# ---- block 1 ----
Fig. 1: block 1, wiring by layer
(4 px per µm)
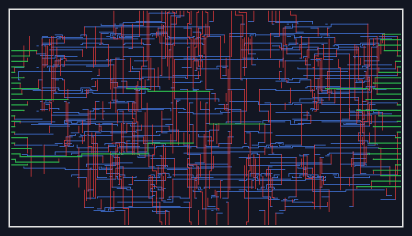
Fig. 2: block 1, clock routing
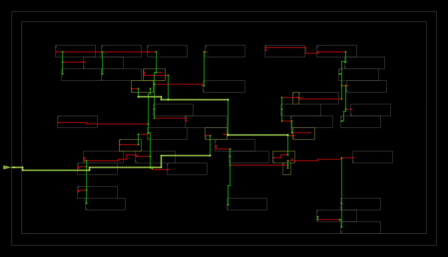
[config.mk]
export PLATFORM = sky130hd
export DESIGN_NAME = alu_arbiter
export DESIGN_NICKNAME = d
export VERILOG_FILES = /design/src/rtl/alu_arb_pkg.sv /design/src/rtl/alu_arbiter_rr_picker.sv /design/src/rtl/alu_arbiter.sv
export SDC_FILE = /design/constraint.sdc
export NUM_CORES = 1
export LEC_CHECK = 0
export ABC_AREA = 1
export CORE_AREA = 2 2 96 52
export CTS_CLUSTER_SIZE = 14
export DETAILED_ROUTE_END_ITERATION = 6
export DIE_AREA = 0 0 98 54
export GPL_TIMING_DRIVEN = 1
export PLACE_DENSITY = 0.78
export SYNTH_ARGS = -nofsm -noshare
export SYNTH_HDL_FRONTEND = slang
export SYNTH_HIERARCHICAL = 1
export SYNTH_SLANG_ARGS = --single-unit
[constraint.sdc]
create_clock -name clk -period 1.1 [get_ports clk]
set_input_delay 0.165 -clock clk [delete_from_list [all_inputs] [get_ports clk]]
set_output_delay 0.165 -clock clk [all_outputs]
set_load 0.02 [all_outputs]
[src/rtl/alu_arb_pkg.sv]
// Shared types and constants for the ALU arbiter slice.
package alu_arb_pkg;

  localparam int unsigned NREQ_DEF = 2;
  localparam int unsigned CMD_W    = 3;
  localparam int unsigned DATA_W   = 8;

  typedef enum logic [1:0] {
    IDLE = 2'd0,
    EXEC = 2'd1,
    RESP = 2'd2
  } state_t;

  localparam logic [CMD_W-1:0] XOR  = 3'b001;
  localparam logic [CMD_W-1:0] BNE  = 3'b010;
  localparam logic [CMD_W-1:0] ADD  = 3'b011;
  localparam logic [CMD_W-1:0] LSH  = 3'b100;
  localparam logic [CMD_W-1:0] RSH  = 3'b101;
  localparam logic [CMD_W-1:0] SELB = 3'b110;
  localparam logic [CMD_W-1:0] NOP  = 3'b111;

  // Operands latched for the granted requester.
  typedef struct packed {
    logic [CMD_W-1:0]  cmd;
    logic [DATA_W-1:0] a;
    logic [DATA_W-1:0] b;
    logic              sc;
  } alu_op_t;

  // Registered response slot.
  typedef struct packed {
    logic [DATA_W-1:0] rslt;
    logic              sc;
    logic              pari;
    logic              br;
  } alu_rsp_t;

endpackage

[src/rtl/alu_arbiter_rr_picker.sv]
// Round-robin picker: lowest valid index at or above rr_ptr, wrapping.
module rr_picker
  import alu_arb_pkg::*;
#(
  parameter int unsigned NREQ = NREQ_DEF,
  parameter int unsigned IDW  = (NREQ > 1) ? $clog2(NREQ) : 1
) (
  input  logic [NREQ-1:0] req_valid,
  input  logic [IDW-1:0]  rr_ptr,
  output logic [IDW-1:0]  gnt,
  output logic            any_valid
);

  // First pass covers indices from the pointer upward, second pass wraps.
  always_comb begin
    gnt       = '0;
    any_valid = 1'b0;
    for (int unsigned j = 0; j < NREQ; j++) begin
      if (!any_valid && req_valid[j] && (IDW'(j) >= rr_ptr)) begin
        any_valid = 1'b1;
        gnt       = IDW'(j);
      end
    end
    for (int unsigned j = 0; j < NREQ; j++) begin
      if (!any_valid && req_valid[j]) begin
        any_valid = 1'b1;
        gnt       = IDW'(j);
      end
    end
  end

endmodule

[src/rtl/alu_arbiter.sv]
// Round-robin arbiter sharing one combinational ALU between NREQ requesters.
// Optional ALU_ARB_LOCK_EN adds req_lock for back-to-back grants to one owner.
module alu_arbiter
  import alu_arb_pkg::*;
#(
  parameter int unsigned NREQ = NREQ_DEF,
  parameter int unsigned A    = CMD_W,
  parameter int unsigned IDW  = (NREQ > 1) ? $clog2(NREQ) : 1
) (
  input  logic              clk,
  input  logic              rst_n,
  input  logic [NREQ-1:0]   req_valid,
  output logic [NREQ-1:0]   req_ready,
  input  logic [NREQ*A-1:0] req_cmd,
  input  logic [NREQ*8-1:0] req_a,
  input  logic [NREQ*8-1:0] req_b,
  input  logic [NREQ-1:0]   req_sc,
`ifdef ALU_ARB_LOCK_EN
  input  logic [NREQ-1:0]   req_lock,
`endif
  output logic [NREQ-1:0]   rsp_valid,
  input  logic [NREQ-1:0]   rsp_ready,
  output logic [7:0]        rsp_rslt,
  output logic              rsp_sc,
  output logic              rsp_pari,
  output logic              rsp_br,
  output logic [A-1:0]      alu_cmd,
  output logic [7:0]        alu_a,
  output logic [7:0]        alu_b,
  output logic              alu_sc,
  input  logic [7:0]        alu_rslt,
  input  logic              alu_sco,
  input  logic              alu_br
);

  state_t         state_q, state_d;
  logic [IDW-1:0] gnt_id_q, gnt_id_d;
  logic [IDW-1:0] rr_ptr_q, rr_ptr_d;
  alu_op_t        op_q, op_d, op_sel;
  alu_rsp_t       rsp_q, rsp_d;

  logic [IDW-1:0] pick_gnt;
  logic           pick_any;
  logic           rsp_ack;
  logic           lock_hold;
  logic [IDW-1:0] next_id;

  rr_picker #(
    .NREQ (NREQ),
    .IDW  (IDW)
  ) u_picker (
    .req_valid (req_valid),
    .rr_ptr    (rr_ptr_q),
    .gnt       (pick_gnt),
    .any_valid (pick_any)
  );

  assign next_id = (gnt_id_q == IDW'(NREQ - 1)) ? '0 : gnt_id_q + IDW'(1);

  // Mux the picked requester's operands and the owner's response-side controls.
  always_comb begin
    op_sel    = '0;
    rsp_ack   = 1'b0;
    lock_hold = 1'b0;
    for (int unsigned i = 0; i < NREQ; i++) begin
      if (pick_gnt == IDW'(i)) begin
        op_sel.cmd = CMD_W'(req_cmd[i*A +: A]);
        op_sel.a   = req_a[i*8 +: 8];
        op_sel.b   = req_b[i*8 +: 8];
        op_sel.sc  = req_sc[i];
      end
      if (gnt_id_q == IDW'(i)) begin
        rsp_ack = rsp_ready[i];
`ifdef ALU_ARB_LOCK_EN
        lock_hold = req_lock[i];
`endif
      end
    end
  end

  // Next-state and handshake outputs.
  always_comb begin
    state_d   = state_q;
    gnt_id_d  = gnt_id_q;
    rr_ptr_d  = rr_ptr_q;
    op_d      = op_q;
    rsp_d     = rsp_q;
    req_ready = '0;
    rsp_valid = '0;
    case (state_q)
      IDLE: begin
        if (pick_any) begin
          req_ready = NREQ'(1) << pick_gnt;
          op_d      = op_sel;
          gnt_id_d  = pick_gnt;
          state_d   = EXEC;
        end
      end
      EXEC: begin
        rsp_d.rslt = alu_rslt;
        rsp_d.sc   = alu_sco;
        rsp_d.pari = ^alu_rslt;
        // Branch flag is only meaningful for BNE.
        rsp_d.br   = (op_q.cmd == BNE) && alu_br;
        state_d    = RESP;
      end
      RESP: begin
        rsp_valid = NREQ'(1) << gnt_id_q;
        if (rsp_ack) begin
          state_d  = IDLE;
          rr_ptr_d = lock_hold ? gnt_id_q : next_id;
        end
      end
      default: state_d = IDLE;
    endcase
  end

  always_ff @(posedge clk or negedge rst_n) begin
    if (!rst_n) begin
      state_q  <= IDLE;
      gnt_id_q <= '0;
      rr_ptr_q <= '0;
      op_q     <= '{cmd: NOP, a: '0, b: '0, sc: 1'b0};
      rsp_q    <= '0;
    end else begin
      state_q  <= state_d;
      gnt_id_q <= gnt_id_d;
      rr_ptr_q <= rr_ptr_d;
      op_q     <= op_d;
      rsp_q    <= rsp_d;
    end
  end

  assign alu_cmd  = A'(op_q.cmd);
  assign alu_a    = op_q.a;
  assign alu_b    = op_q.b;
  assign alu_sc   = op_q.sc;
  assign rsp_rslt = rsp_q.rslt;
  assign rsp_sc   = rsp_q.sc;
  assign rsp_pari = rsp_q.pari;
  assign rsp_br   = rsp_q.br;

endmodule
==> flow_summary.json <==
{
  "worst_path_max_delay_cell": "sky130_fd_sc_hd__dfrtp_1",
  "grt_setup_unrepaired": "yes",
  "route.antenna.remaining_nets": 0,
  "worstSetupEndpoint": "req_ready[0]",
  "gp_congestion": 0.7447,
  "synth-async-reset-ratio_pct": 100.0,
  "crit_path_buf_inv_count": 3,
  "violations": "negative setup slack",
  "fin_tns_setup_ns": -4.100,
  "outcome": "finished, violations left",
  "synth-seq-area-share_pct": 52.70,
  "tritoncts": "yes",
  "fin_ws_ns": -0.2414,
  "syn_avg_cell_area_um2": 7.552,
  "mappedNetlistArea_um2": 1669,
  "logic_area_um2": 713.2,
  "ys_seq_elements": 35,
  "cell_area_power_density_nw_per_um2": 2597,
  "topCellsByArea": "sky130_fd_sc_hd__dfrtp_1 48%, sky130_fd_sc_hd__nand2_1 27%, sky130_fd_sc_hd__nand3_1 6.3%, sky130_fd_sc_hd__dfstp_2 4.7%, sky130_fd_sc_hd__inv_1 3.4%",
  "cp_top_family": "flip-flops",
  "power_sequential_mw": 2.31,
  "final-setup-viol-count": 36,
  "highest_layer": "met3",
  "clockRootBuffer": "sky130_fd_sc_hd__clkbuf_8"
}
## Picture notes: Fig. 1
legend:
  red:
    layer: M2
    wire_length: 2180 µm
  green:
    layer: M3
    wire_length: 325 µm
  blue:
    layer: M1
    wire_length: 2570 µm
overall routing resource usage: 19.98%
vias after detailed routing: 1784
aggregate routed wire length: 5.065 mm
final routed wire length divided by cell count: 12.63 µm

## Picture notes: Fig. 2
clk ins delay skew pair: 0.28 ns
P_clk: 945 µW

repair_timing:
| action | CTS | global route |
|---|---|---|
| endpoints found under the setup margin | 66 | 65 |
| pin swaps | 3 | 1 |
| hold endpoints to repair | 32 | 0 |
| hold buffers | 1 | 0 |
| setup buffers | 4 | 1 |
| gates resized | 151 | 27 |
| cloned | 3 | 0 |
final cells by class:
class                           count  share of cell area (%)
Sequential cell                    35                   30.28
Timing Repair Buffer              120                   36.91
Clock inverter                      1                  0.1723
Tap cell                           60                   2.584
Multi-Input combinational cell    159                   24.55
Clock buffer                        7                   2.972
Inverter                           19                   2.541

# ---- block 2 ----
Fig. 3: block 2, clock routing
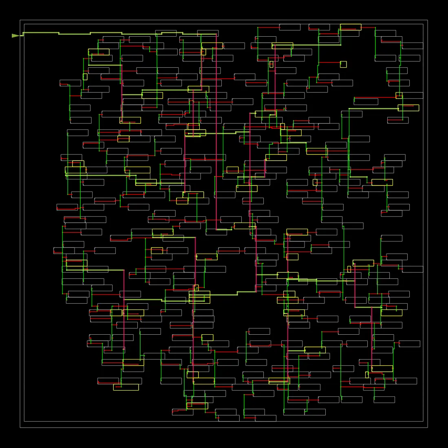
Fig. 4: block 2, gate-type map
(2 px per µm)
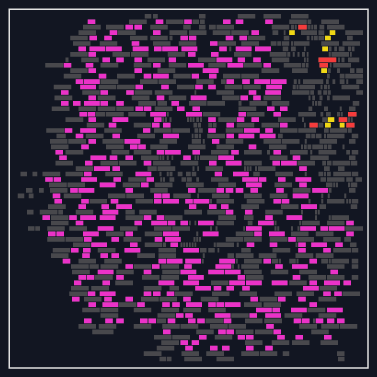
Fig. 5: block 2, register map, names as in the netlist
(1.5 px per µm) Other sequential cells in the stronger gray, the rest of the logic in the fainter gray.
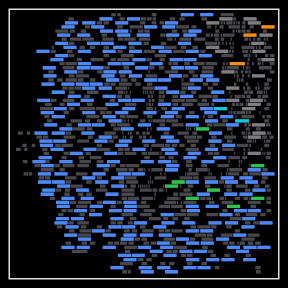
File: src/rtl/fg_profile_sequencer.sv
// Profile sequencer for the function generator. It loads seven config bytes from a
// flop-based profile table into the config bank while the generator is held off. It then
// enables the generator for a dwell of strobe pulses and moves on to the next profile.
module fg_profile_sequencer #(
  parameter int unsigned NUM_PROFILES = 4,
  parameter int unsigned CR_COUNT     = 7,
  parameter int unsigned BITWIDTH     = 8,
  localparam int unsigned PW = (NUM_PROFILES > 1) ? $clog2(NUM_PROFILES) : 1
) (
  input  logic                clk_i,
  input  logic                rst_i,
  input  logic                prog_we_i,
  input  logic [PW+2:0]       prog_addr_i,
  input  logic [BITWIDTH-1:0] prog_data_i,
  input  logic                start_i,
  input  logic                stop_i,
  input  logic                loop_i,
  input  logic [PW-1:0]       last_i,
  input  logic                strobe_i,
  output logic                cr_we_o,
  output logic [2:0]          cr_addr_o,
  output logic [BITWIDTH-1:0] cr_data_o,
  output logic                fg_enable_o,
  output logic                busy_o,
  output logic [PW-1:0]       profile_o,
  output logic                done_o
);

  localparam int unsigned Slots   = NUM_PROFILES * 8;
  localparam logic [2:0]  LastIdx = 3'(CR_COUNT - 1);
  localparam logic [2:0]  DwellIdx = 3'd7;

  typedef enum logic [1:0] {StIdle, StLoad, StRun, StGap} state_e;

  state_e state_q, state_d;

  logic [BITWIDTH-1:0] table_q [Slots];

  logic [2:0]          idx_q, idx_d;
  logic [PW-1:0]       prof_q, prof_d;
  logic [PW-1:0]       last_q, last_d;
  logic [7:0]          dwell_q, dwell_d;

  logic                cr_we_q, cr_we_d;
  logic [2:0]          cr_addr_q, cr_addr_d;
  logic [BITWIDTH-1:0] cr_data_q, cr_data_d;
  logic                fg_en_q, fg_en_d;
  logic                busy_q, busy_d;
  logic [PW-1:0]       prof_o_q, prof_o_d;
  logic                done_q, done_d;

  logic [2:0]          idx_inc;
  logic [7:0]          dwell_inc;
  logic [7:0]          dwell_lim;

  // Profile table: writes only while the sequencer is idle, so a running load never tears.
  always_ff @(posedge clk_i or posedge rst_i) begin
    if (rst_i) begin
      for (int i = 0; i < int'(Slots); i++) begin
        table_q[i] <= '0;
      end
    end else if (prog_we_i && !busy_q) begin
      table_q[prog_addr_i] <= prog_data_i;
    end
  end

  // Sequencer state and registered outputs.
  always_ff @(posedge clk_i or posedge rst_i) begin
    if (rst_i) begin
      state_q   <= StIdle;
      idx_q     <= '0;
      prof_q    <= '0;
      last_q    <= '0;
      dwell_q   <= '0;
      cr_we_q   <= 1'b0;
      cr_addr_q <= '0;
      cr_data_q <= '0;
      fg_en_q   <= 1'b0;
      busy_q    <= 1'b0;
      prof_o_q  <= '0;
      done_q    <= 1'b0;
    end else begin
      state_q   <= state_d;
      idx_q     <= idx_d;
      prof_q    <= prof_d;
      last_q    <= last_d;
      dwell_q   <= dwell_d;
      cr_we_q   <= cr_we_d;
      cr_addr_q <= cr_addr_d;
      cr_data_q <= cr_data_d;
      fg_en_q   <= fg_en_d;
      busy_q    <= busy_d;
      prof_o_q  <= prof_o_d;
      done_q    <= done_d;
    end
  end

  assign idx_inc   = idx_q + 3'd1;
  assign dwell_inc = dwell_q + 8'd1;
  // Dwell byte of 0 naturally means 256 strobes because the counter wraps to 0.
  assign dwell_lim = 8'(table_q[{prof_q, DwellIdx}]);

  // Next-state logic; outputs are computed one cycle ahead so they leave the block registered.
  always_comb begin
    state_d   = state_q;
    idx_d     = idx_q;
    prof_d    = prof_q;
    last_d    = last_q;
    dwell_d   = dwell_q;
    cr_we_d   = 1'b0;
    cr_addr_d = '0;
    cr_data_d = '0;
    fg_en_d   = 1'b0;
    done_d    = 1'b0;

    unique case (state_q)
      StIdle: begin
        if (start_i) begin
          last_d    = last_i;
          prof_d    = '0;
          idx_d     = '0;
          state_d   = StLoad;
          cr_we_d   = 1'b1;
          cr_data_d = table_q[0];
        end
      end
      StLoad: begin
        if (idx_q == LastIdx) begin
          state_d = StRun;
          dwell_d = '0;
          fg_en_d = 1'b1;
        end else begin
          idx_d     = idx_inc;
          cr_we_d   = 1'b1;
          cr_addr_d = idx_inc;
          cr_data_d = table_q[{prof_q, idx_inc}];
        end
      end
      StRun: begin
        fg_en_d = 1'b1;
        if (strobe_i) begin
          dwell_d = dwell_inc;
          if (dwell_inc == dwell_lim) begin
            fg_en_d = 1'b0;
            if (prof_q != last_q) begin
              prof_d  = prof_q + 1'b1;
              state_d = StGap;
            end else if (loop_i) begin
              prof_d  = '0;
              state_d = StGap;
            end else begin
              done_d  = 1'b1;
              state_d = StIdle;
            end
          end
        end
      end
      StGap: begin
        // One enable-low cycle, then the first write of the next profile.
        state_d   = StLoad;
        idx_d     = '0;
        cr_we_d   = 1'b1;
        cr_data_d = table_q[{prof_q, 3'd0}];
      end
      default: state_d = StIdle;
    endcase

    // Abort wins over everything, including a start in the same cycle.
    if (stop_i) begin
      state_d   = StIdle;
      cr_we_d   = 1'b0;
      cr_addr_d = '0;
      cr_data_d = '0;
      fg_en_d   = 1'b0;
      done_d    = 1'b0;
    end

    busy_d   = (state_d != StIdle);
    prof_o_d = busy_d ? prof_d : '0;
  end

  assign cr_we_o     = cr_we_q;
  assign cr_addr_o   = cr_addr_q;
  assign cr_data_o   = cr_data_q;
  assign fg_enable_o = fg_en_q;
  assign busy_o      = busy_q;
  assign profile_o   = prof_o_q;
  assign done_o      = done_q;

endmodule

File: config.mk
export PLATFORM = sky130hd
export DESIGN_NAME = fg_profile_sequencer
export DESIGN_NICKNAME = d
export VERILOG_FILES = /design/src/rtl/fg_profile_sequencer.sv
export SDC_FILE = /design/constraint.sdc
export NUM_CORES = 1
export LEC_CHECK = 0
export CAP_MARGIN = 20
export CORE_MARGIN = 1.5
export CORE_UTILIZATION = 45
export DETAILED_ROUTE_END_ITERATION = 10
export SLEW_MARGIN = 20
export SYNTH_ARGS = -nofsm -noshare
export SYNTH_HDL_FRONTEND = slang
export SYNTH_SLANG_ARGS = --single-unit
File: constraint.sdc
create_clock -name clk_i -period 11.6 [get_ports clk_i]
set_input_delay 1.74 -clock clk_i [delete_from_list [all_inputs] [get_ports clk_i]]
set_output_delay 1.74 -clock clk_i [all_outputs]
set_load 0.02 [all_outputs]
==> flow_summary.json <==
{
  "outcome": "completed",
  "drt_drc_violations_left": 0,
  "final_layout_top_logic_cells": "288 x sky130_fd_sc_hd__dfrtp_1, 256 x sky130_fd_sc_hd__mux2_2, 96 x sky130_fd_sc_hd__mux4_2, 67 x sky130_fd_sc_hd__nand2_1",
  "tritoncts.num_buffers": 34,
  "r2r-end": "cr_data_o[2]",
  "critPathMaxStageDelay_ns": 0.83,
  "post-synth-top-area-fraction_pct": 52.31,
  "mappedNetlistArea_um2": 13870,
  "post_synth_num_cell_types": 47,
  "io_buffer_count": 38,
  "pwr-share-comb_pct": 20.7,
  "postCtsHoldBufs": 0,
  "clockPowerShare_pct": 36.2,
  "first_pass_iters": 7,
  "yosys_warnings": 0
}
Notes on Fig. 3 above:
clk ins delay skew pair: 0.52 ns
clock sink count: 290
Seq cells: 290
P_clk: 1.11 mW

Notes on Fig. 4 above:
legend:
  magenta:
    family: mux cells
    cells: 352
    most_used: mux2_2
  red:
    family: fa/ha/maj cells
    cells: 7
    most_used: ha_1
  yellow:
    family: non-inverting ao/oa cells
    cells: 8
    most_used: a22o_1
    where: upper right
highest-count logic cell in the final layout: sky130_fd_sc_hd__dfrtp_1
share of the final layout cell area in multi-input gates: 40.15%
final std cells w/o fill: 1376

Notes on Fig. 5 above:
legend:
  orange:
    name_in_the_netlist: `idx_q`
    sequential_cells: 3
  green:
    name_in_the_netlist: `cr_data_o`
    sequential_cells: 8
  blue:
    name_in_the_netlist: `table_q`
    sequential_cells: 256
    where: all over the die
  cyan:
    name_in_the_netlist: `prof_q`
    sequential_cells: 2
Storage cell area: 7262 µm²
Seq power: 1.32 mW
share of the core filled with cells in the final layout: 52.03%
Seq/total area: 45.87%

kinds of logic after synthesis:
kind of cell             count (synthesis)  synth area share [%]
multiplexers                           352                 36.36
flip-flops                             290                 52.31
AND/OR/NAND/NOR                        152                 4.933
buffers and inverters                   69                 2.020
AND-OR/OR-AND                           44                 2.354
XOR/XNOR                                14                 1.389
adder cells (fa/ha/maj)                  7                0.6313
layer usage:
metal	wire [µm]	track usage (%)
met1	15310	32.22
met2	17530	38.61
met3	2416	5.712
met4	974	7.083
met5	0	0


==> gallery <==
Wires at chosen ports, followed through buffers.
(a)
(3 px per µm)
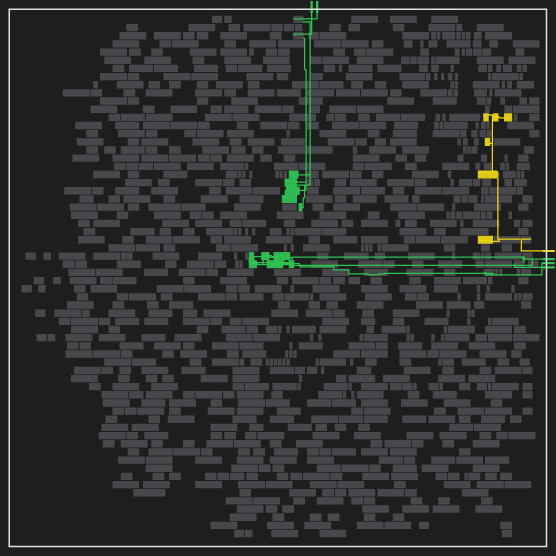
(b)
(6 px per µm)
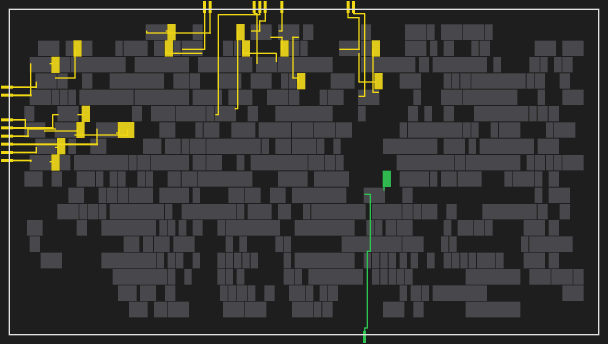
| from | picture |
|---|---|
| block 1 | (b) |
| block 2 | (a) |

Power figures rest on the tool's default switching activity, not on a simulated workload.
